# mem_bus_arbiter_flat

Fig. 1: mem_bus_arbiter_flat, congestion heat map
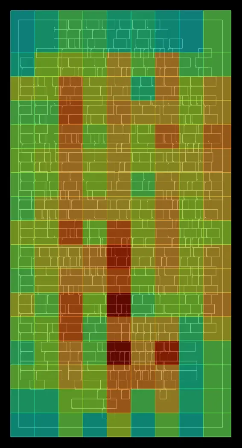

===== config.mk =====
export PLATFORM = sky130hd
export DESIGN_NAME = mem_bus_arbiter_flat
export DESIGN_NICKNAME = d
export VERILOG_FILES = /design/src/rtl/mem_bus_arbiter_pkg.sv /design/src/rtl/mem_bus_arbiter_if.sv /design/src/rtl/mem_bus_arbiter_arb_select.sv /design/src/rtl/mem_bus_arbiter.sv /design/src/flat_wrapper.sv
export SDC_FILE = /design/constraint.sdc
export NUM_CORES = 1
export LEC_CHECK = 0
export CORE_ASPECT_RATIO = 2
export CORE_MARGIN = 2
export CORE_UTILIZATION = 47
export DETAILED_ROUTE_END_ITERATION = 16
export PLACE_DENSITY = 0.9
export SYNTH_ARGS = -nofsm -noshare
export SYNTH_HDL_FRONTEND = slang
export SYNTH_SLANG_ARGS = --single-unit

===== constraint.sdc =====
create_clock -name clk -period 2.6 [get_ports clk]
set_input_delay 0.39 -clock clk [delete_from_list [all_inputs] [get_ports clk]]
set_output_delay 0.39 -clock clk [all_outputs]
set_load 0.01 [all_outputs]

===== src/rtl/mem_bus_arbiter_pkg.sv =====
// Shared types and constants for the memory bus arbiter.
// Latency: none (declarations only).
// Backpressure: none (declarations only).
package mem_bus_pkg;

   // Access sequencer states: pick a master, present it to memory,
   // wait for completion, then one dead cycle before the next pick.
   typedef enum logic [1:0] {
      ST_IDLE    = 2'd0,
      ST_ISSUE   = 2'd1,
      ST_WAIT    = 2'd2,
      ST_RELEASE = 2'd3
   } arb_state_t;

   // Master index assignment.
   localparam int M_CPU   = 0;
   localparam int M_VIDEO = 1;
   localparam int M_DMA   = 2;

   // Read data returned to a master whose access timed out.
   localparam logic [7:0] ERR_RDATA = 8'hFF;

endpackage


===== src/rtl/mem_bus_arbiter_if.sv =====
// Signal bundle between the masters, the arbiter and the memory.
// Latency: none (wiring only).
// Backpressure: masters hold m_req until m_ack; memory ends an access with mem_ack.
// Master side: m_req, m_we, m_addr (master i at [i*AW +: AW]), m_wdata (packed
// by 8), m_ack (one-hot pulse), m_rdata, m_err.
// Memory side: mem_addr, mem_wr_data, mem_wr_en, mem_req, mem_ack, mem_rd_data.
// Modport slave is the arbiter's view; modport master is the environment's view.
interface mem_bus_arbiter_if #(
   parameter int N_M = 3,
   parameter int AW  = 16
);
   logic [N_M-1:0]    m_req;
   logic [N_M-1:0]    m_we;
   logic [N_M*AW-1:0] m_addr;
   logic [N_M*8-1:0]  m_wdata;
   logic [N_M-1:0]    m_ack;
   logic [7:0]        m_rdata;
   logic              m_err;
   logic [AW-1:0]     mem_addr;
   logic [7:0]        mem_wr_data;
   logic              mem_wr_en;
   logic              mem_req;
   logic              mem_ack;
   logic [7:0]        mem_rd_data;

   modport slave (
      input  m_req, m_we, m_addr, m_wdata, mem_ack, mem_rd_data,
      output m_ack, m_rdata, m_err, mem_addr, mem_wr_data, mem_wr_en, mem_req
   );

   modport master (
      output m_req, m_we, m_addr, m_wdata, mem_ack, mem_rd_data,
      input  m_ack, m_rdata, m_err, mem_addr, mem_wr_data, mem_wr_en, mem_req
   );
endinterface


===== src/rtl/mem_bus_arbiter_arb_select.sv =====
// Winner selection: first requester strictly after ptr, searching upward with wrap.
// Latency: combinational.
// Backpressure: none; vld=0 when no request is present.
// Ports: req (request vector), ptr (last granted index), win (winner), vld.
// A constant ptr of N_M-1 turns the search into plain lowest-index-first.
module arb_select #(
   parameter int N_M = 3,
   parameter int IW  = 2
) (
   input  logic [N_M-1:0] req,
   input  logic [IW-1:0]  ptr,
   output logic [IW-1:0]  win,
   output logic           vld
);

   always_comb begin
      int idx;
      idx = 0;
      win = '0;
      vld = 1'b0;
      // Scan from the farthest offset back toward ptr+1 so the nearest
      // requester after ptr is the last (and winning) assignment.
      for (int k = N_M; k >= 1; k--) begin
         idx = (int'(ptr) + k) % N_M;
         if (req[idx]) begin
            win = IW'(idx);
            vld = 1'b1;
         end
      end
   end

endmodule


===== src/rtl/mem_bus_arbiter.sv =====
// Arbitrates N_M masters onto a single byte-wide memory port, one access at a time.
// Latency: request seen in IDLE -> mem_req 2 cycles later; mem_ack -> m_ack next cycle.
// Backpressure: masters hold m_req until m_ack; a silent memory is aborted after TIMEOUT.
// Ports: clk, reset_n (synchronous, active-low), bus (mem_bus_arbiter_if.slave).
// Build option: define ARB_ROUND_ROBIN_EN for round-robin; default is fixed priority
// with master 0 (CPU) highest.
module mem_bus_arbiter #(
   parameter int N_M     = 3,
   parameter int AW      = 16,
   parameter int TIMEOUT = 255
) (
   input logic              clk,
   input logic              reset_n,
   mem_bus_arbiter_if.slave bus
);
   import mem_bus_pkg::*;

   localparam int IW = (N_M > 1) ? $clog2(N_M) : 1;
   localparam int CW = (TIMEOUT > 0) ? $clog2(TIMEOUT + 1) : 1;

   arb_state_t    state, state_nxt;
   logic [IW-1:0] ptr, sel_idx, grant;
   logic          sel_vld;
   logic [AW-1:0] lat_addr;
   logic [7:0]    lat_wdata;
   logic          lat_we;
   logic [CW-1:0] cnt;
   logic          do_grant, do_issue, do_done, do_tmo;

   logic          mem_req_r, mem_wr_en_r, m_err_r;
   logic [AW-1:0] mem_addr_r;
   logic [7:0]    mem_wr_data_r, m_rdata_r;
   logic [N_M-1:0] m_ack_r;

   arb_select #(.N_M(N_M), .IW(IW)) u_sel (
      .req (bus.m_req),
      .ptr (ptr),
      .win (sel_idx),
      .vld (sel_vld)
   );

`ifdef ARB_ROUND_ROBIN_EN
   // Last granted index; the search starts just above it.
   always_ff @(posedge clk) begin
      if (!reset_n)      ptr <= IW'(N_M - 1);
      else if (do_grant) ptr <= sel_idx;
   end
`else
   // Pinning the start point to the top index yields lowest-index-first.
   assign ptr = IW'(N_M - 1);
`endif

   always_ff @(posedge clk) begin
      if (!reset_n) state <= ST_IDLE;
      else          state <= state_nxt;
   end

   always_comb begin
      state_nxt = state;
      do_grant  = 1'b0;
      do_issue  = 1'b0;
      do_done   = 1'b0;
      do_tmo    = 1'b0;
      case (state)
         ST_IDLE: begin
            if (sel_vld) begin
               do_grant  = 1'b1;
               state_nxt = ST_ISSUE;
            end
         end
         ST_ISSUE: begin
            do_issue  = 1'b1;
            state_nxt = ST_WAIT;
         end
         ST_WAIT: begin
            // A completion in the final counted cycle still beats the abort.
            if (bus.mem_ack) begin
               do_done   = 1'b1;
               state_nxt = ST_RELEASE;
            end else if (cnt == CW'(TIMEOUT)) begin
               do_tmo    = 1'b1;
               state_nxt = ST_RELEASE;
            end
         end
         // Requests are ignored here so a master still dropping its
         // request after m_ack is not served twice.
         ST_RELEASE: state_nxt = ST_IDLE;
         default:    state_nxt = ST_IDLE;
      endcase
   end

   always_ff @(posedge clk) begin
      if (!reset_n) begin
         grant         <= '0;
         lat_addr      <= '0;
         lat_wdata     <= '0;
         lat_we        <= 1'b0;
         cnt           <= '0;
         mem_req_r     <= 1'b0;
         mem_wr_en_r   <= 1'b0;
         mem_addr_r    <= '0;
         mem_wr_data_r <= '0;
         m_ack_r       <= '0;
         m_err_r       <= 1'b0;
         m_rdata_r     <= '0;
      end else begin
         m_ack_r <= '0;
         m_err_r <= 1'b0;
         if (do_grant) begin
            grant     <= sel_idx;
            lat_addr  <= bus.m_addr[int'(sel_idx) * AW +: AW];
            lat_wdata <= bus.m_wdata[int'(sel_idx) * 8 +: 8];
            lat_we    <= bus.m_we[sel_idx];
         end
         if (do_issue) begin
            mem_addr_r    <= lat_addr;
            mem_wr_data_r <= lat_wdata;
            mem_wr_en_r   <= lat_we;
            mem_req_r     <= 1'b1;
            cnt           <= '0;
         end
         if (state == ST_WAIT && !do_done && !do_tmo)
            cnt <= cnt + 1'b1;
         if (do_done || do_tmo) begin
            mem_req_r   <= 1'b0;
            mem_wr_en_r <= 1'b0;
            m_ack_r     <= N_M'(1) << grant;
            m_err_r     <= do_tmo;
            m_rdata_r   <= do_tmo ? ERR_RDATA : bus.mem_rd_data;
         end
      end
   end

   assign bus.mem_req     = mem_req_r;
   assign bus.mem_wr_en   = mem_wr_en_r;
   assign bus.mem_addr    = mem_addr_r;
   assign bus.mem_wr_data = mem_wr_data_r;
   assign bus.m_ack       = m_ack_r;
   assign bus.m_err       = m_err_r;
   assign bus.m_rdata     = m_rdata_r;

endmodule


===== src/flat_wrapper.sv =====
// flat-port wrapper written by rule: the top's interface ports become plain ports
module mem_bus_arbiter_flat import mem_bus_pkg::*;
#(
   parameter int N_M     = 3,
   parameter int AW      = 16,
   parameter int TIMEOUT = 255
)
  (clk, reset_n, bus_m_req, bus_m_we, bus_m_addr, bus_m_wdata, bus_mem_ack, bus_mem_rd_data, bus_m_ack, bus_m_rdata, bus_m_err, bus_mem_addr, bus_mem_wr_data, bus_mem_wr_en, bus_mem_req);
  mem_bus_arbiter_if #(.N_M(N_M), .AW(AW)) bus_i ();
  input logic clk;
  input logic reset_n;
  input wire logic [$bits(bus_i.m_req)-1:0] bus_m_req;
  input wire logic [$bits(bus_i.m_we)-1:0] bus_m_we;
  input wire logic [$bits(bus_i.m_addr)-1:0] bus_m_addr;
  input wire logic [$bits(bus_i.m_wdata)-1:0] bus_m_wdata;
  input wire logic [$bits(bus_i.mem_ack)-1:0] bus_mem_ack;
  input wire logic [$bits(bus_i.mem_rd_data)-1:0] bus_mem_rd_data;
  output wire logic [$bits(bus_i.m_ack)-1:0] bus_m_ack;
  output wire logic [$bits(bus_i.m_rdata)-1:0] bus_m_rdata;
  output wire logic [$bits(bus_i.m_err)-1:0] bus_m_err;
  output wire logic [$bits(bus_i.mem_addr)-1:0] bus_mem_addr;
  output wire logic [$bits(bus_i.mem_wr_data)-1:0] bus_mem_wr_data;
  output wire logic [$bits(bus_i.mem_wr_en)-1:0] bus_mem_wr_en;
  output wire logic [$bits(bus_i.mem_req)-1:0] bus_mem_req;
  assign bus_i.m_req = bus_m_req;
  assign bus_i.m_we = bus_m_we;
  assign bus_i.m_addr = bus_m_addr;
  assign bus_i.m_wdata = bus_m_wdata;
  assign bus_i.mem_ack = bus_mem_ack;
  assign bus_i.mem_rd_data = bus_mem_rd_data;
  assign bus_m_ack = bus_i.m_ack;
  assign bus_m_rdata = bus_i.m_rdata;
  assign bus_m_err = bus_i.m_err;
  assign bus_mem_addr = bus_i.mem_addr;
  assign bus_mem_wr_data = bus_i.mem_wr_data;
  assign bus_mem_wr_en = bus_i.mem_wr_en;
  assign bus_mem_req = bus_i.mem_req;
  mem_bus_arbiter #(.N_M(N_M), .AW(AW), .TIMEOUT(TIMEOUT)) u_core (.clk(clk), .reset_n(reset_n), .bus(bus_i));
endmodule

# spdif_frame_assembler

[config.mk]
export PLATFORM = sky130hd
export DESIGN_NAME = spdif_frame_assembler
export DESIGN_NICKNAME = d
export VERILOG_FILES = /design/src/rtl/spdif_pkg.sv /design/src/rtl/spdif_cs_collector.sv /design/src/rtl/spdif_frame_assembler.sv
export SDC_FILE = /design/constraint.sdc
export NUM_CORES = 1
export LEC_CHECK = 0
export CAP_MARGIN = 15
export CORE_AREA = 2 2 204 206
export DETAILED_ROUTE_END_ITERATION = 7
export DIE_AREA = 0 0 206 208
export GPL_ROUTABILITY_DRIVEN = 1
export PLACE_DENSITY = 0.76
export SLEW_MARGIN = 0
export SYNTH_ARGS = -nofsm -noshare
export SYNTH_HDL_FRONTEND = slang
export SYNTH_HIERARCHICAL = 1
export SYNTH_SLANG_ARGS = --single-unit
[constraint.sdc]
create_clock -name clk_i -period 2.27 [get_ports clk_i]
set_clock_uncertainty 0.05 [all_clocks]
set_input_delay 0.227 -clock clk_i [delete_from_list [all_inputs] [get_ports clk_i]]
set_output_delay 0.227 -clock clk_i [all_outputs]
set_load 0.02 [all_outputs]
[src/rtl/spdif_pkg.sv]
// spdif_pkg: S/PDIF preamble codes, subframe field layout and the assembler FSM state type.
package spdif_pkg;
  localparam logic [2:0] PRE_B = 3'b001, PRE_M = 3'b010, PRE_W = 3'b100;
  localparam int SAMPLE_MSB = 23, VALIDITY = 24, USER_DATA = 25, CHNL_STATUS = 26, PARITY = 27;
  typedef struct packed {
    logic p;
    logic c;
    logic u;
    logic v;
    logic [23:0] sample;
  } subframe_t;
  typedef enum logic {SYNC_WAIT, COLLECT} state_t;
endpackage

[src/rtl/spdif_cs_collector.sv]
// spdif_cs_collector: builds the channel-status block from slot-0 C bits of completed frames.
module spdif_cs_collector #(
  parameter int CS_BITS = 192
) (
  input  logic               clk_i,
  input  logic               rst_i,
  input  logic               done_i,
  input  logic               block_i,
  input  logic               c_i,
  output logic [CS_BITS-1:0] cs_o,
  output logic               cs_valid_o
);
  localparam int CW = $clog2(CS_BITS);
  localparam logic [CW-1:0] LAST = CW'(CS_BITS - 1);
  logic [CW-1:0] cnt_q, pos;
  logic lock_q, cap, csv_q;
  logic [CS_BITS-1:0] sr_q, sr_d, cs_q;
  always_comb begin
    pos = block_i ? '0 : cnt_q + 1'b1;
    cap = done_i && (block_i || (lock_q && cnt_q < LAST));
    sr_d = sr_q;
    sr_d[pos] = c_i;
  end
  // Once the last bit lands, the next M frame drops lock until a fresh B arrives.
  always_ff @(posedge clk_i) begin
    if (rst_i) begin
      cnt_q <= '0;
      lock_q <= 1'b0;
      sr_q <= '0;
      cs_q <= '0;
      csv_q <= 1'b0;
    end else begin
      csv_q <= cap && pos == LAST;
      if (cap) begin
        cnt_q <= pos;
        lock_q <= 1'b1;
        sr_q <= sr_d;
        if (pos == LAST) cs_q <= sr_d;
      end else if (done_i && lock_q) begin
        lock_q <= 1'b0;
      end
    end
  end
  assign cs_o = cs_q;
  assign cs_valid_o = csv_q;
endmodule

[src/rtl/spdif_frame_assembler.sv]
// spdif_frame_assembler: gathers S/PDIF subframes into CHANNELS-slot frames with parity/sequence checks.
// Define SPDIF_ERR_HOLD_EN to replace an errored sample with that slot's last error-free sample.
module spdif_frame_assembler
  import spdif_pkg::*;
#(
  parameter int CHANNELS = 2,
  parameter int DATA_W   = 24,
  parameter int CS_BITS  = 192
) (
  input  logic                       clk_i,
  input  logic                       rst_i,
  input  logic                       ena_i,
  input  logic [27:0]                package_i,
  input  logic [2:0]                 preamble_i,
  output logic [CHANNELS*DATA_W-1:0] data_o,
  output logic                       valid_o,
  input  logic                       ready_i,
  output logic                       block_start_o,
  output logic [CHANNELS-1:0]        err_o,
  output logic [CS_BITS-1:0]         cs_o,
  output logic                       cs_valid_o,
  output logic                       seq_err_o,
  output logic                       ovf_o
);
  localparam int KW = $clog2(CHANNELS);
  state_t state_q;
  logic [KW-1:0] k_q;
  logic [CHANNELS-1:0][DATA_W-1:0] buf_q, frame_d, data_q;
  logic [CHANNELS-1:0] berr_q, err_d, err_q;
  logic [DATA_W-1:0] smp, smp_out;
  logic is_b, is_m, is_w, bad, st, sf_err, done;
  logic bstart_q, c0_q, valid_q, bs_q, seq_q, ovf_q;
  always_comb begin
    is_b = preamble_i == PRE_B;
    is_m = preamble_i == PRE_M;
    is_w = preamble_i == PRE_W;
    bad = !(is_b || is_m || is_w);
    st = ena_i && !bad && (!is_w || state_q == COLLECT);
    sf_err = (^package_i) | package_i[VALIDITY];
    smp = package_i[SAMPLE_MSB -: DATA_W];
    done = st && is_w && k_q == KW'(CHANNELS - 1);
  end
`ifdef SPDIF_ERR_HOLD_EN
  logic [CHANNELS-1:0][DATA_W-1:0] hold_q;
  logic [KW-1:0] slot;
  assign slot = is_w ? k_q : '0;
  assign smp_out = sf_err ? hold_q[slot] : smp;
  always_ff @(posedge clk_i) begin
    if (rst_i) hold_q <= '0;
    else if (st && !sf_err) hold_q[slot] <= smp;
  end
`else
  assign smp_out = smp;
`endif
  always_comb begin
    frame_d = buf_q;
    frame_d[CHANNELS-1] = smp_out;
    err_d = berr_q;
    err_d[CHANNELS-1] = sf_err;
  end
  always_ff @(posedge clk_i) begin
    if (rst_i) begin
      state_q <= SYNC_WAIT;
      k_q <= '0;
      buf_q <= '0;
      berr_q <= '0;
      bstart_q <= 1'b0;
      c0_q <= 1'b0;
      seq_q <= 1'b0;
    end else begin
      seq_q <= ena_i && (bad || (state_q == COLLECT && !is_w));
      if (ena_i && bad) begin
        state_q <= SYNC_WAIT;
      end else if (st && !is_w) begin
        state_q <= COLLECT;
        k_q <= KW'(1);
        buf_q[0] <= smp_out;
        berr_q[0] <= sf_err;
        bstart_q <= is_b;
        c0_q <= package_i[CHNL_STATUS];
      end else if (st) begin
        buf_q[k_q] <= smp_out;
        berr_q[k_q] <= sf_err;
        k_q <= k_q + 1'b1;
        if (done) state_q <= SYNC_WAIT;
      end
    end
  end
  // A frame completing under backpressure is dropped; completing during an accept replaces it.
  always_ff @(posedge clk_i) begin
    if (rst_i) begin
      valid_q <= 1'b0;
      data_q <= '0;
      err_q <= '0;
      bs_q <= 1'b0;
      ovf_q <= 1'b0;
    end else begin
      ovf_q <= done && valid_q && !ready_i;
      if (done && (!valid_q || ready_i)) begin
        valid_q <= 1'b1;
        data_q <= frame_d;
        err_q <= err_d;
        bs_q <= bstart_q;
      end else if (ready_i) begin
        valid_q <= 1'b0;
      end
    end
  end
  spdif_cs_collector #(.CS_BITS(CS_BITS)) u_cs (
    .clk_i(clk_i),
    .rst_i(rst_i),
    .done_i(done),
    .block_i(bstart_q),
    .c_i(c0_q),
    .cs_o(cs_o),
    .cs_valid_o(cs_valid_o)
  );
  assign data_o = data_q;
  assign valid_o = valid_q;
  assign err_o = err_q;
  assign block_start_o = bs_q;
  assign seq_err_o = seq_q;
  assign ovf_o = ovf_q;
endmodule

# cc_speed_monitor

--- config.mk ---
export PLATFORM = sky130hd
export DESIGN_NAME = cc_speed_monitor
export DESIGN_NICKNAME = d
export VERILOG_FILES = /design/src/rtl/cc_speed_monitor_pkg.sv /design/src/rtl/cc_speed_monitor_channel.sv /design/src/rtl/cc_speed_monitor.sv
export SDC_FILE = /design/constraint.sdc
export NUM_CORES = 1
export LEC_CHECK = 0
export ABC_AREA = 1
export CELL_PAD_IN_SITES_DETAIL_PLACEMENT = 1
export CELL_PAD_IN_SITES_GLOBAL_PLACEMENT = 1
export CORE_ASPECT_RATIO = 0.8
export CORE_MARGIN = 1
export CORE_UTILIZATION = 41
export DETAILED_ROUTE_END_ITERATION = 10
export GPL_ROUTABILITY_DRIVEN = 0
export PLACE_DENSITY = 0.89
export SYNTH_ARGS = -nofsm -noshare
export SYNTH_HDL_FRONTEND = slang
export SYNTH_SLANG_ARGS = --single-unit
--- constraint.sdc ---
create_clock -name CC_SPEEDMONITOR_CLOCK_50 -period 4.6 [get_ports CC_SPEEDMONITOR_CLOCK_50]
set_input_delay 1.38 -clock CC_SPEEDMONITOR_CLOCK_50 [delete_from_list [all_inputs] [get_ports CC_SPEEDMONITOR_CLOCK_50]]
set_output_delay 1.38 -clock CC_SPEEDMONITOR_CLOCK_50 [all_outputs]
set_load 0.01 [all_outputs]
--- src/rtl/cc_speed_monitor_pkg.sv ---
// Shared types and sizing helpers for the multi-channel speed monitor.
package cc_speed_monitor_pkg;

    typedef enum logic [1:0] {
        NORMAL  = 2'd0,
        PEND_HI = 2'd1,
        ALARM   = 2'd2,
        PEND_LO = 2'd3
    } mon_state_e;

    function automatic int unsigned cnt_width(input int unsigned persist);
        return $clog2(persist + 1);
    endfunction

    function automatic int unsigned sel_width(input int unsigned n);
        return (n > 1) ? $clog2(n) : 1;
    endfunction

endpackage

--- src/rtl/cc_speed_monitor_channel.sv ---
// One monitored channel: limit register, persistence FSM with hysteretic
// release, registered active-low alarm and sticky alarm history.
module cc_speed_monitor_channel
    import cc_speed_monitor_pkg::*;
#(
    parameter int unsigned W       = 28,
    parameter int unsigned PERSIST = 3,
    parameter int unsigned HYST    = 0,
    parameter logic [W-1:0] LIMIT_RESET = '1
) (
    input  logic         clk,
    input  logic         rst,
    input  logic [W-1:0] data,
    input  logic         valid,
    input  logic         lim_we,
    input  logic [W-1:0] lim_wdata,
    input  logic         sticky_clr,
    output logic         alarm_n,
    output logic         sticky
);

    localparam int unsigned CNT_W = cnt_width(PERSIST);
    localparam logic [CNT_W:0] PERSIST_X = (CNT_W+1)'(PERSIST);
    localparam logic [W:0]     HYST_X    = (W+1)'(HYST);

    mon_state_e       state_q, state_d;
    logic [CNT_W-1:0] cnt_q, cnt_d;
    logic [W-1:0]     limit_q, limit_d;
    logic             sticky_q, sticky_d;
    logic             alarm_n_q, alarm_n_d;

    logic [W:0]       rel_wide;
    logic [W-1:0]     rel;
    logic             over;
    logic             under;
    logic [CNT_W:0]   cnt_inc;
    logic             cnt_done;
    logic             enter_alarm;

    // Release threshold saturates at zero when the limit is below the margin.
    always_comb begin
        rel_wide = {1'b0, limit_q} - HYST_X;
        rel      = ({1'b0, limit_q} < HYST_X) ? '0 : rel_wide[W-1:0];
        over     = (data >= limit_q);
        under    = (data < rel);
        cnt_inc  = {1'b0, cnt_q} + (CNT_W+1)'(1);
        cnt_done = (cnt_inc == PERSIST_X);
    end

    // In NORMAL/ALARM the counter is zero, so cnt_done also covers PERSIST=1.
    always_comb begin
        state_d     = state_q;
        cnt_d       = cnt_q;
        enter_alarm = 1'b0;
        if (valid) begin
            case (state_q)
                NORMAL, PEND_HI: begin
                    if (over) begin
                        if (cnt_done) begin
                            state_d     = ALARM;
                            cnt_d       = '0;
                            enter_alarm = 1'b1;
                        end else begin
                            state_d = PEND_HI;
                            cnt_d   = cnt_inc[CNT_W-1:0];
                        end
                    end else begin
                        state_d = NORMAL;
                        cnt_d   = '0;
                    end
                end
                ALARM, PEND_LO: begin
                    if (under) begin
                        if (cnt_done) begin
                            state_d = NORMAL;
                            cnt_d   = '0;
                        end else begin
                            state_d = PEND_LO;
                            cnt_d   = cnt_inc[CNT_W-1:0];
                        end
                    end else begin
                        state_d = ALARM;
                        cnt_d   = '0;
                    end
                end
                default: begin
                    state_d = NORMAL;
                    cnt_d   = '0;
                end
            endcase
        end

        limit_d   = lim_we ? lim_wdata : limit_q;
        sticky_d  = enter_alarm ? 1'b1 : (sticky_clr ? 1'b0 : sticky_q);
        alarm_n_d = !((state_d == ALARM) || (state_d == PEND_LO));
    end

    always_ff @(posedge clk) begin
        if (rst) begin
            state_q   <= NORMAL;
            cnt_q     <= '0;
            limit_q   <= LIMIT_RESET;
            sticky_q  <= 1'b0;
            alarm_n_q <= 1'b1;
        end else begin
            state_q   <= state_d;
            cnt_q     <= cnt_d;
            limit_q   <= limit_d;
            sticky_q  <= sticky_d;
            alarm_n_q <= alarm_n_d;
        end
    end

    assign alarm_n = alarm_n_q;
    assign sticky  = sticky_q;

endmodule

--- src/rtl/cc_speed_monitor.sv ---
// Multi-channel speed monitor: decodes limit writes, fans samples out to
// per-channel monitors and combines their alarms.
module cc_speed_monitor
    import cc_speed_monitor_pkg::*;
#(
    parameter int unsigned SPEEDMONITOR_DATAWIDTH = 28,
    parameter int unsigned SPEEDMONITOR_CHANNELS  = 4,
    parameter int unsigned SPEEDMONITOR_PERSIST   = 3,
    parameter int unsigned SPEEDMONITOR_HYST      = 0,
    parameter logic [SPEEDMONITOR_DATAWIDTH-1:0] SPEEDMONITOR_LIMIT_RESET = '1,
    localparam int unsigned W     = SPEEDMONITOR_DATAWIDTH,
    localparam int unsigned N     = SPEEDMONITOR_CHANNELS,
    localparam int unsigned SEL_W = sel_width(SPEEDMONITOR_CHANNELS)
) (
    input  logic             CC_SPEEDMONITOR_CLOCK_50,
    input  logic             CC_SPEEDMONITOR_RESET_InHigh,
    input  logic [N*W-1:0]   CC_SPEEDMONITOR_data_InBUS,
    input  logic             CC_SPEEDMONITOR_dataValid_In,
    input  logic             CC_SPEEDMONITOR_limitLoad_InLow,
    input  logic [SEL_W-1:0] CC_SPEEDMONITOR_limitSel_In,
    input  logic [W-1:0]     CC_SPEEDMONITOR_limit_InBUS,
    input  logic             CC_SPEEDMONITOR_stickyClear_In,
    output logic [N-1:0]     CC_SPEEDMONITOR_signal_OutLow,
    output logic [N-1:0]     CC_SPEEDMONITOR_sticky_Out,
    output logic             CC_SPEEDMONITOR_any_OutLow
);

    logic [N-1:0] lim_we;

    // Out-of-range selects match no channel and are dropped.
    for (genvar i = 0; i < N; i++) begin : g_ch
        assign lim_we[i] = !CC_SPEEDMONITOR_limitLoad_InLow &&
                           (CC_SPEEDMONITOR_limitSel_In == SEL_W'(i));

        cc_speed_monitor_channel #(
            .W           (W),
            .PERSIST     (SPEEDMONITOR_PERSIST),
            .HYST        (SPEEDMONITOR_HYST),
            .LIMIT_RESET (SPEEDMONITOR_LIMIT_RESET)
        ) u_ch (
            .clk        (CC_SPEEDMONITOR_CLOCK_50),
            .rst        (CC_SPEEDMONITOR_RESET_InHigh),
            .data       (CC_SPEEDMONITOR_data_InBUS[i*W +: W]),
            .valid      (CC_SPEEDMONITOR_dataValid_In),
            .lim_we     (lim_we[i]),
            .lim_wdata  (CC_SPEEDMONITOR_limit_InBUS),
            .sticky_clr (CC_SPEEDMONITOR_stickyClear_In),
            .alarm_n    (CC_SPEEDMONITOR_signal_OutLow[i]),
            .sticky     (CC_SPEEDMONITOR_sticky_Out[i])
        );
    end

    assign CC_SPEEDMONITOR_any_OutLow = &CC_SPEEDMONITOR_signal_OutLow;

endmodule

# pc_gen

## config.mk

```make
export PLATFORM = sky130hd
export DESIGN_NAME = pc_gen
export DESIGN_NICKNAME = d
export VERILOG_FILES = /design/src/rtl/pc_gen.sv
export SDC_FILE = /design/constraint.sdc
export NUM_CORES = 1
export LEC_CHECK = 0
export CAP_MARGIN = 20
export CORE_ASPECT_RATIO = 0.9
export CORE_MARGIN = 2
export CORE_UTILIZATION = 30
export CTS_BUF_LIST = sky130_fd_sc_hd__clkbuf_8
export DETAILED_ROUTE_END_ITERATION = 10
export PLACE_DENSITY_LB_ADDON = 0.05
export SETUP_SLACK_MARGIN = 0.02
export SYNTH_ARGS = -nofsm -noshare
export SYNTH_HDL_FRONTEND = slang
export SYNTH_SLANG_ARGS = --single-unit
```

## constraint.sdc

```tcl
create_clock -name clk -period 4.1 [get_ports clk]
set_clock_uncertainty 0.05 [all_clocks]
set_input_delay 0.41 -clock clk [delete_from_list [all_inputs] [get_ports clk]]
set_output_delay 0.41 -clock clk [all_outputs]
set_load 0.02 [all_outputs]
```

## src/rtl/pc_gen.sv

```systemverilog
// Fetch program-counter generator with a circular return-address stack.
// Produces the next fetch address from redirects, stalls, RAS predictions or sequential stepping.
module pc_gen #(
  parameter int unsigned ADDR_W    = 10,
  parameter int unsigned RESET_PC  = 0,
  parameter int unsigned STEP      = 1,
  parameter int unsigned RAS_DEPTH = 4
) (
  input  logic                                 clk,
  input  logic                                 rst_n,
  input  logic                                 en,
  input  logic                                 stall,
  input  logic                                 load_pc,
  input  logic [ADDR_W-1:0]                    pc_new,
  input  logic                                 call,
  input  logic [ADDR_W-1:0]                    ret_addr,
  input  logic                                 ret,
  input  logic                                 ras_flush,
  output logic [ADDR_W-1:0]                    pc,
  output logic [ADDR_W-1:0]                    pc_4,
  output logic                                 pred_taken,
  output logic [$clog2(RAS_DEPTH+1)-1:0]       ras_count,
  output logic                                 ras_empty,
  output logic                                 ras_full,
  output logic                                 ras_ovf,
  output logic                                 ras_unf
);

  localparam int unsigned CNT_W = $clog2(RAS_DEPTH + 1);
  localparam int unsigned PTR_W = $clog2(RAS_DEPTH);

  logic [ADDR_W-1:0] pc_q, pc_d;
  logic [CNT_W-1:0]  cnt_q, cnt_d;
  logic [PTR_W-1:0]  top_q, top_d;
  logic              pred_q, pred_d;
  logic              ovf_q, ovf_d;
  logic              unf_q, unf_d;
  logic [ADDR_W-1:0] mem_q [RAS_DEPTH];

  logic              accept;
  logic              do_push;
  logic              do_pop;
  logic              pop_hit;
  logic              is_full;
  logic              wr_en;
  logic [PTR_W-1:0]  wr_idx;
  logic [PTR_W-1:0]  top_inc;
  logic [PTR_W-1:0]  top_dec;
  logic [ADDR_W-1:0] seq_pc;
  logic [ADDR_W-1:0] ras_top;

  assign seq_pc  = pc_q + ADDR_W'(STEP);
  assign ras_top = mem_q[top_q];
  assign is_full = (cnt_q == CNT_W'(RAS_DEPTH));

  // Circular pointer arithmetic that also works for non-power-of-two depths.
  assign top_inc = (top_q == PTR_W'(RAS_DEPTH - 1)) ? '0 : top_q + PTR_W'(1);
  assign top_dec = (top_q == '0) ? PTR_W'(RAS_DEPTH - 1) : top_q - PTR_W'(1);

  // Call/return only act on accepted cycles, and a flush overrides them.
  assign accept  = en & ~load_pc & ~stall;
  assign do_push = accept & call & ~ras_flush;
  assign do_pop  = accept & ret & ~ras_flush;
  assign pop_hit = do_pop & (cnt_q != '0);

  // Next-state for PC, stack bookkeeping and the one-cycle status pulses.
  always_comb begin
    pc_d   = pc_q;
    cnt_d  = cnt_q;
    top_d  = top_q;
    pred_d = 1'b0;
    ovf_d  = 1'b0;
    unf_d  = 1'b0;
    wr_en  = 1'b0;
    wr_idx = top_q;

    if (en) begin
      if (load_pc) begin
        pc_d = pc_new;
      end else if (!stall) begin
        pc_d = pop_hit ? ras_top : seq_pc;
      end
    end

    if (ras_flush) begin
      cnt_d = '0;
    end else if (do_push && pop_hit) begin
      // Call and return together: predict the old top, then replace it in place.
      wr_en  = 1'b1;
      wr_idx = top_q;
      pred_d = 1'b1;
    end else if (do_push) begin
      wr_en  = 1'b1;
      wr_idx = top_inc;
      top_d  = top_inc;
      if (is_full) begin
        ovf_d = 1'b1;
      end else begin
        cnt_d = cnt_q + CNT_W'(1);
      end
    end else if (pop_hit) begin
      top_d  = top_dec;
      cnt_d  = cnt_q - CNT_W'(1);
      pred_d = 1'b1;
    end

    if (do_pop && !pop_hit) begin
      unf_d = 1'b1;
    end
  end

  always_ff @(posedge clk or negedge rst_n) begin
    if (!rst_n) begin
      pc_q   <= ADDR_W'(RESET_PC);
      cnt_q  <= '0;
      top_q  <= '0;
      pred_q <= 1'b0;
      ovf_q  <= 1'b0;
      unf_q  <= 1'b0;
    end else begin
      pc_q   <= pc_d;
      cnt_q  <= cnt_d;
      top_q  <= top_d;
      pred_q <= pred_d;
      ovf_q  <= ovf_d;
      unf_q  <= unf_d;
    end
  end

  // Stack storage; overwriting the slot after the top retires the oldest entry when full.
  always_ff @(posedge clk or negedge rst_n) begin
    if (!rst_n) begin
      mem_q <= '{default: '0};
    end else if (wr_en) begin
      mem_q[wr_idx] <= ret_addr;
    end
  end

  assign pc         = pc_q;
  assign pc_4       = seq_pc;
  assign pred_taken = pred_q;
  assign ras_count  = cnt_q;
  assign ras_empty  = (cnt_q == '0);
  assign ras_full   = is_full;
  assign ras_ovf    = ovf_q;
  assign ras_unf    = unf_q;

endmodule
```


==> screenshots <==
Cell density map.
panel A
The die is cut into 21 by 21 equal tiles; white is low, dark blue is high, 0 to 100% covered.
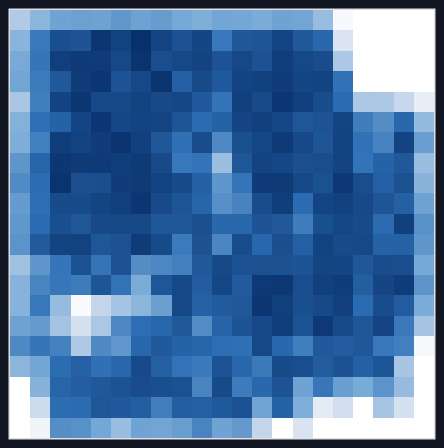
panel B
The die is cut into 6 by 12 equal tiles; white is low, dark blue is high, 0 to 100% covered.
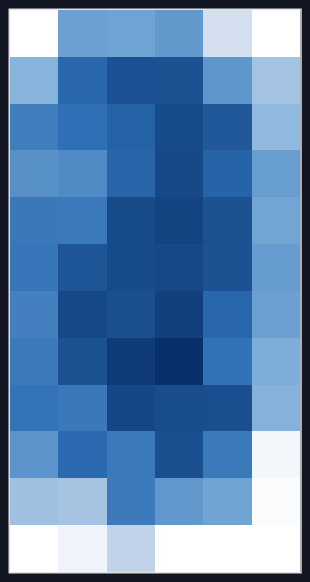
panel C
The die is cut into 11 by 10 equal tiles; white is low, dark blue is high, 0 to 100% covered.
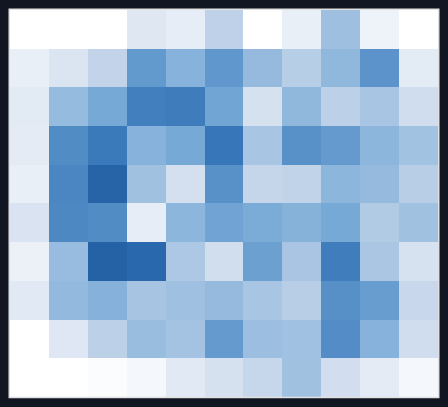
panel D
The die is cut into 16 by 13 equal tiles; white is low, dark blue is high, 0 to 100% covered.
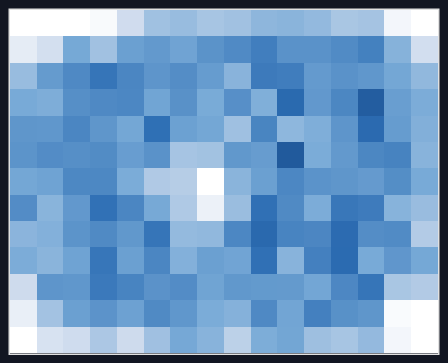
| picture | from |
|---|---|
| panel A | spdif_frame_assembler |
| panel B | mem_bus_arbiter_flat |
| panel C | pc_gen |
| panel D | cc_speed_monitor |
- lowest utilization: panel C

Fig. 2: mem_bus_arbiter_flat, logic cells by family
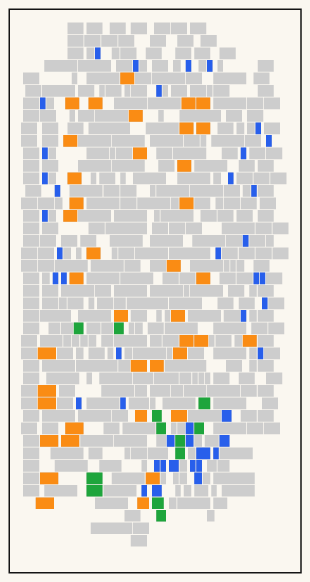
- blue: nand cells (cells 43; where spread over the die)
- green: and/or cells (cells 12; where bottom middle)
- orange: non-inverting ao/oa cells (cells 39)
highest-count logic cell in the final layout: sky130_fd_sc_hd__clkdlybuf4s50_1
combinational share of cell area: 33.7%
Non-Filler Instances: 554

Fig. 3: mem_bus_arbiter_flat, M2 wires
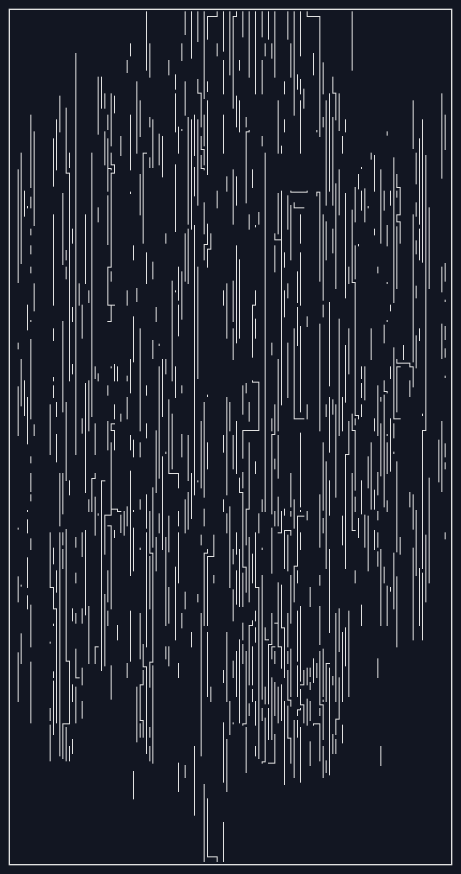
- longest straight run: 57.5 um
- wire length on this layer: 3,820 um
- main direction: vertical
- nets with wire on the layer: 466
- share of all routed wire: 46%
Detailed Route WL: 8.29 mm
global routing usage on met2: 34.8%
via count: 2,956

## Picture notes: Fig. 1
Most Crowded Layer GR: met2
met1 Track Usage GR: 27.4%
global routing usage on met3: 8.89%
Layout Utilization: 71.4%
wire per inst: 15.0 um

==> summary.rpt, mem_bus_arbiter_flat <==
PHYSICAL IMPLEMENTATION REPORT
----------------------------------------------------
[Global routing]
  Vias in the first global route ........................ 2,882
  First-pass GRT wire length ........................ ~14 mm
  Global-route usage over all layers ........................ between 20 and 25%
  Global-route congestion overflow total ........................ 0

[Floorplanning]
  Initial core utilization ........................ 48.2%
  Full die area ........................ 7730 sq um

[Yosys]
  Synth Register Bits ........................ 75
  Post-synthesis cell count from yosys ........................ between 300 and 400
  Synth warn ........................ 0
  Post-synthesis chip area from yosys ........................ 3290 sq um

[Detailed routing]
  Antenna Nets Post-Route ........................ 0
  DRC viols ........................ 0
  DRC violation total after the first TritonRoute iteration ........................ 107

[Status]
  Result of the run ........................ complete, no violations

[Setup path]
  Number of cell instances on the worst register-to-register path ........................ 6

[Hold path]
  Hold crit path type ........................ flop to flop

[Finish]
  Final #Nets ........................ 554

----------------------------------------------------
mem_bus_arbiter_flat: cell families (layout without fill, tap and decap cells):
kind of cell               Yosys count  in the layout  synth area share [%]
and+or+nand+nor                     97             97                  13.7
AOI/OAI and AO/OA                   81             81                  18.1
DFF                                 75             75                  45.6
muxes                               52             52                  15.8
buffers and inverters               30            154                  4.87
adders and majority gates            5              5                  1.90
mem_bus_arbiter_flat: layer usage:
layer	global-route usage (%)	routed length [um]	up-vias
met1	27.4	3470	1334
met3	8.89	896	9
met5	0	0	-
met2	34.8	3820	145
met4	8.19	109	0
li1	-	-	1468
mem_bus_arbiter_flat: power breakdown:
part	switching, mW	leakage, nW	internal, mW
Clock	0.432	0.141	0.715
Combinational	0.529	1.13	0.598
Sequential	0.135	0.611	1.38
Total	1.10	1.88	2.70
mem_bus_arbiter_flat: final cells by class:
cell class | count | area (sq um)
fill | 506 | 1950
multi-input combinational | 235 | 1650
sequential | 75 | 1500
timing repair buffer | 134 | 1320
clock buffer | 13 | 270
tap | 90 | 113
inverter | 5 | 18.8
clock inverter | 2 | 10.0
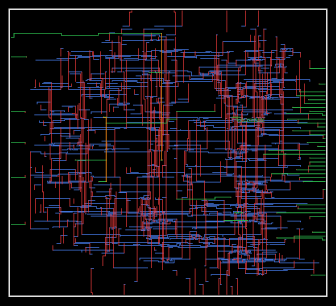
Fig. 4. Metal layers overlaid (pc_gen).
- blue: metal 1 (wire length 3,790 um)
- orange: metal 4 (wire length 67.6 um)
- green: metal 3 (wire length 492 um)
- red: metal 2 (wire length 3,300 um)
via count: 2,238
wire per inst: 17.4 um
global-route usage over all layers: 15.0%
Detailed Route WL: 7.64 mm

Fig. 5: pc_gen, M2 wires
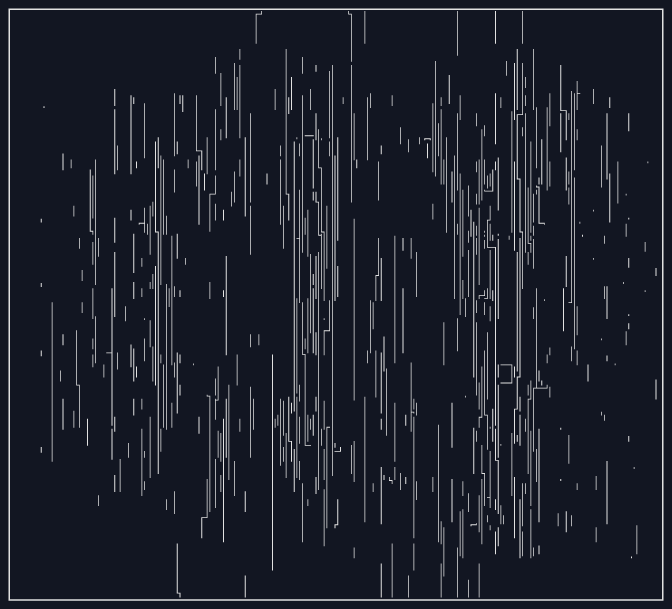
- wire length on this layer: 3,300 um
- nets with wire on the layer: 297
- main direction: vertical
global routing usage on met2: 21.5%

==> summary.rpt, pc_gen <==
PHYSICAL IMPLEMENTATION REPORT
----------------------------------------------------
[Finish]
  Top class by area ........................ combinational gates
  Fraction of final layout cells with drive strength greater than 1 ........................ 26.5%
  Highest-count logic cell in the final layout ........................ sky130_fd_sc_hd__dfrtp_1
  Sequential fraction of total cell area ........................ 36.6%

[Timing]
  Final total negative setup slack ........................ 0 ns
  Slew margin rel. ........................ 52.4%
  Final min period ........................ 3.35 ns
  Setup repair after global routing missed its margin ........................ false

[Clock network]
  Clock net sink count ........................ 58
  Hold buffer count at cts ........................ 0
  TritonCTS clock tree ........................ built

[Setup path]
  Worst path top cell family by delay ........................ simple AND/OR/NAND/NOR gates
  Worst R2R Setup Slack ........................ 1.28 ns

[Power]
  Power in sequential cells ........................ 0.930 mW
  Internal power ........................ 1.60 mW

[Floorplanning]
  Core area ........................ between 9000 and 10,000 sq um
  Number of primary I/O pins ........................ 56
  Initial core utilization ........................ a little under a third
  Overall die width ........................ 110 um
  Tap cells ........................ 126

[Global routing]
  First-pass GRT wire length ........................ 12.3 mm
  Global routing usage on met3 ........................ 4.00%

[Status]
  Result of the run ........................ complete, no violations

[Yosys]
  Synth warn ........................ 0
  Area fraction in and, or, nand and nor cells after synthesis ........................ 10.9%
  Adder and majority gate portion of the synthesized area ........................ 2.71%
  Count of library flops with an enable pin ........................ 0
  Summed instance area of the synthesized netlist ........................ 3050 sq um
  MUX share of area ........................ 23.8%

[Detailed routing]
  DRC viols ........................ 0

----------------------------------------------------
[pc_gen: sequential cells by signal, summed over array words and instances (netlist names)]
name,count
ras_unf,1
ras_count,3
mem_q,40
top_q,2
ras_ovf,1
pc,10
pred_taken,1
[pc_gen: logic make-up after synthesis]
group | count (synthesis)
fa+ha+maj | 6
xor+xnor | 6
mux | 55
simple gates | 55
buf+inv | 19
flops | 58
compound gates | 46
[pc_gen: through the flow]
step                util (%)  hold slack [ns]  instances
floorplan                  -           0.0644        245
global placement        38.3            0.434        423
detailed placement      38.3            0.432        423
CTS                     40.5           0.0629        439
global route            40.5           0.0980        439
finish                  40.5           0.0495        439
[pc_gen: path summary, 6_finish.rpt]
| path | cells past startpoint | end |
|---|---|---|
| worst max-delay path | 9 | mem_q[36]$_DFFE_PN0P_ |
| worst min-delay path | 1 | ras_count[1]$_DFFE_PN0P_ |
| worst max register to register | 9 | mem_q[36]$_DFFE_PN0P_ |
| worst min register to register | 1 | mem_q[23]$_DFFE_PN0P_ |
| max in group asynchronous | 2 | pc[1]$_DFFE_PN0P_ |
| min in group clk | 1 | mem_q[23]$_DFFE_PN0P_ |
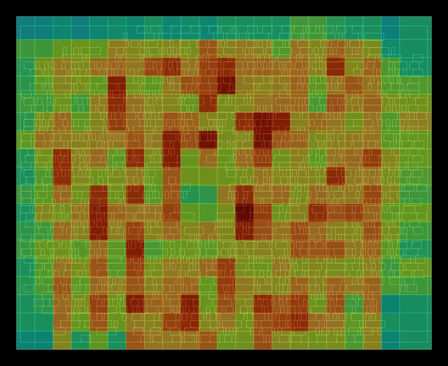
Fig. 6. Congestion heat map (cc_speed_monitor).
global routing usage on met3: 4.89%
Layout Utilization: 55.4%
global routing usage on met2: 44.2%

==> summary.rpt, cc_speed_monitor <==
PHYSICAL IMPLEMENTATION REPORT
----------------------------------------------------
[Status]
  Result of the run ........................ complete, no violations

[Clock network]
  Source-to-sink clock delay at the later pin of the worst-skew pair ........................ 0.42 ns
  Clock transition at the registers of the reported paths ........................ 0.06 ns
  Number of resized instances in the post-cts repair step ........................ 0
  Hold buffer count at cts ........................ 0

[Power]
  Total power consumption of the routed design ........................ between 3 and 4 mW
  Biggest power consumer among the groups ........................ clock
  Maximum ir drop on the vdd rail ........................ 253 uV

[Finish]
  Highest-count logic cell in the final layout ........................ sky130_fd_sc_hd__nand2_1
  Layout area overhead ........................ 29.9%
  Final std cell area, no fill ........................ approximately 10,000 sq um

[Floorplanning]
  Full die area ........................ 19,800 sq um

[Setup path]
  Critical path's slowest cell ........................ sky130_fd_sc_hd__clkdlybuf4s50_1
  CP startpoint ........................ g_ch[0].u_ch.alarm_n$_SDFF_PP1_
  Worst path top cell family by delay ........................ buffers and inverters
  Worst Path Required ........................ approximately 3.2 ns

[Yosys]
  Synth cell types ........................ 23
  Post-synthesis chip area from yosys ........................ 7870 sq um

[Timing]
  Worst setup margin ........................ 1.67 ns

[Placement]
  Sum of net half-perimeters after detailed placement ........................ 19.2 mm

----------------------------------------------------
-- cc_speed_monitor: metal layers --
layer	part of all wire (%)	wire length [um]	up-vias	GRT usage (%)
met4	1.6	394	0	8.19
met1	47	11700	3592	34.6
met5	0	0	-	0
met2	46	11600	167	44.2
li1	-	-	3752	-
met3	5.0	1260	38	4.89
-- cc_speed_monitor: synthesized netlist by cell type, drive strengths merged --
master,n,area share [%]
dfxtp,132,34
buf,20,1.5
ha,112,18
and2,3,0.24
nor3b,4,0.64
a21oi,73,4.7
inv,188,9.0
nor2,59,2.9
a21o,12,1.1
clkbuf,27,1.3
nand4,12,0.95
nand3,29,2.0
o21ai,32,2.0
o211ai,82,7.8
nand2,273,13
o21bai,4,0.38
nor3,12,0.76
-- cc_speed_monitor: flip-flops by register name (all words and copies together) (netlist names) --
signal	flops
g_ch.u_ch.sticky	4
g_ch.u_ch.alarm_n	4
g_ch.u_ch.cnt_q	8
g_ch.u_ch.state_q	4
g_ch.u_ch.limit_q	112
-- cc_speed_monitor: logic make-up after synthesis --
kind of cell	after synthesis	synth area share, %
buf+inv	235	11.8
compound gates	203	16.1
fa+ha+maj	112	17.8
flops	132	33.6
simple gates	392	20.7
Fig. 7: spdif_frame_assembler, M2 wires
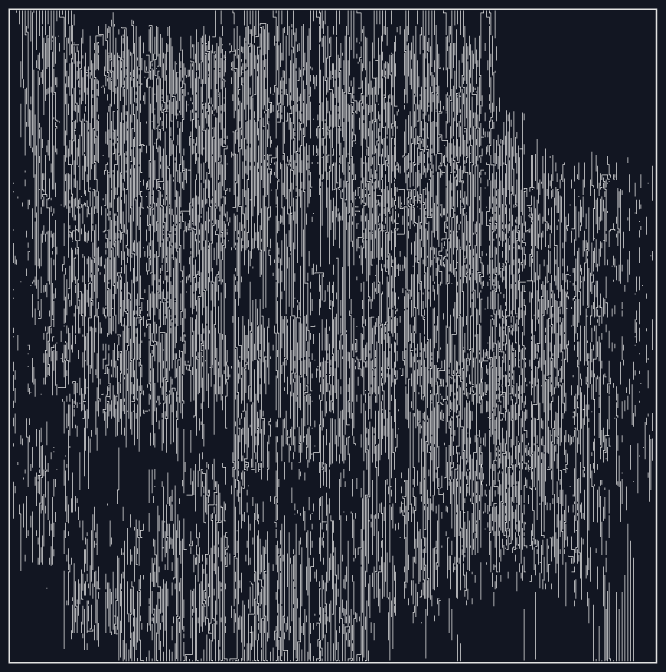
- nets with wire on the layer: 2,520
- main direction: vertical
- longest straight run: 76.2 um
- wire length on this layer: 37.0 mm
via count: 20,911
global routing usage on met2: 50.9%

==> summary.rpt, spdif_frame_assembler <==
PHYSICAL IMPLEMENTATION REPORT
----------------------------------------------------
[Hold path]
  Endpoint of the worst hold-timing path ........................ buf_q[8]$_SDFFE_PP0P_

[Yosys]
  Largest area contributor in the netlist ........................ sky130_fd_sc_hd__dfxtp_1
  Top cell area share ........................ 47.5%
  Post-synthesis cell count ........................ 2,356
  Area fraction in and, or, nand and nor cells after synthesis ........................ 18.2%
  Net count entering floorplan ........................ 2,392

[Finish]
  Sequential fraction of total cell area ........................ a little over 30%
  Layout Utilization ........................ 75.6%
  Final std cell area, no fill ........................ 30,700 sq um

[Setup path]
  Category of the worst setup path capture point ........................ flop
  Critical path's slowest cell ........................ sky130_fd_sc_hd__or4_4
  Worst flop-to-flop path endpoint ........................ u_cs/sr_q[131]$_SDFFE_PP0P_
  Startpoint type of the worst setup path ........................ flop

[Status]
  Failing checks ........................ setup timing
  Result of the run ........................ finished with violations

[Timing]
  Tightest hold margin ........................ 0.143 ns
  Slew margin rel. ........................ a little under two fifths
  Worst setup margin ........................ -0.361 ns
  Setup-failing EPs final ........................ between 300 and 400

[Power]
  Internal power ........................ 13.3 mW

[Job]
  Tool warning count ........................ 28

[Placement]
  Number of I/O port buffers ........................ between 200 and 300

[Detailed routing]
  DRC violation total after the first TritonRoute iteration ........................ 2,675

[Clock network]
  Clock net sink count ........................ 476

----------------------------------------------------
## spdif_frame_assembler: per-layer routing
layer | GRT usage [%] | up-vias | part of all wire [%]
met4 | 16.0 | 0 | 6.6
li1 | - | 9118 | -
met5 | 0 | - | 0
met1 | 41.3 | 9919 | 37
met2 | 50.9 | 1443 | 46
met3 | 5.76 | 431 | 10
## spdif_frame_assembler: worst register-to-register path, cell delays in order (launching register included)
cell	delay, ns
sky130_fd_sc_hd__dfxtp_4	0.37
sky130_fd_sc_hd__ha_4	0.16
sky130_fd_sc_hd__nand3_4	0.09
sky130_fd_sc_hd__or4_4	0.47
sky130_fd_sc_hd__buf_12	0.17
sky130_fd_sc_hd__and3_4	0.27
sky130_fd_sc_hd__nor3_2	0.33
sky130_fd_sc_hd__mux2i_2	0.41
sky130_fd_sc_hd__a211oi_1	0.16
## spdif_frame_assembler: flip-flops by register name, summed over array words and instances (netlist names), 2 cells and up
signal,cells
err_o,2
data_o,48
u_cs/sr_q,191
u_cs/cs_o,192
u_cs/cnt_q,8
buf_q,24


==> screenshots <==
Metal layers overlaid.
(a)
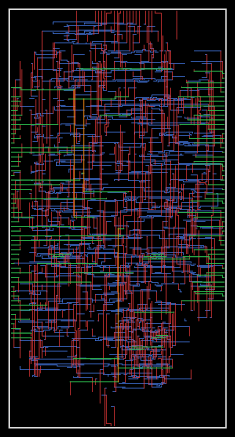
(b)
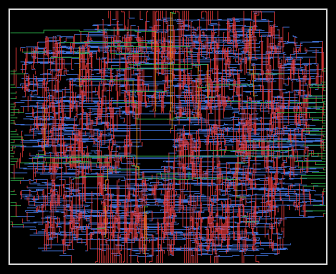
(c)
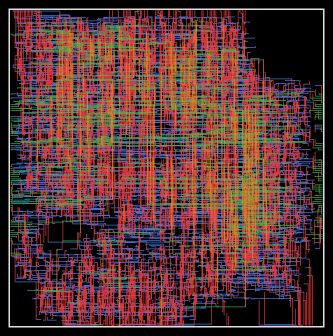
Of these, most wire: (c)
Of these, least wire: (a)
For spdif_frame_assembler, see (c).
For mem_bus_arbiter_flat, see (a).
For cc_speed_monitor, see (b).

Key to (c):
- red: metal 2 (wire length 37.0 mm)
- green: metal 3 (wire length 8,460 um)
- orange: metal 4 (wire length 5,330 um)
- blue: metal 1 (wire length 29.8 mm)


==> notes/layouts.md <==
Pictures saved along the way, in no particular order.

Logic cells by family.
Plate I
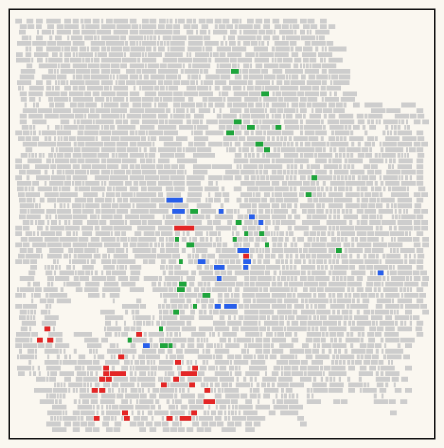
Plate II
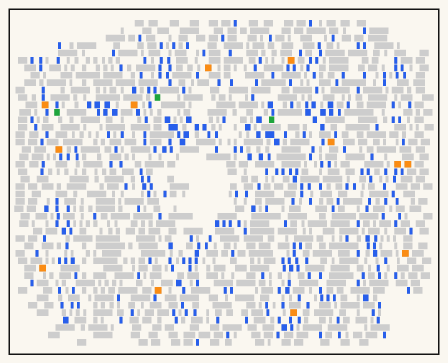
Plate III
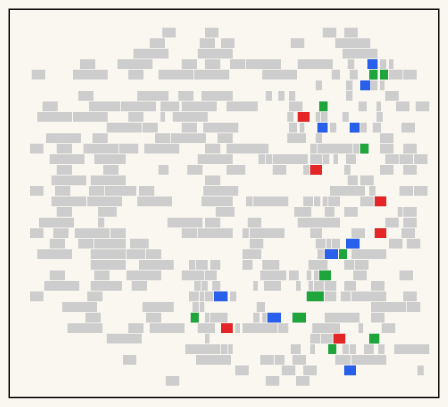
cc_speed_monitor is Plate II.
pc_gen is Plate III.
spdif_frame_assembler is Plate I.
- most cells: Plate I
- fewest cells: Plate III

Key to Plate III:
- green: and/or cells (cells 11)
- blue: non-inverting ao/oa cells (cells 9)
- red: xor and xnor cells (cells 6)

Power is estimated from default activity; no workload was simulated.
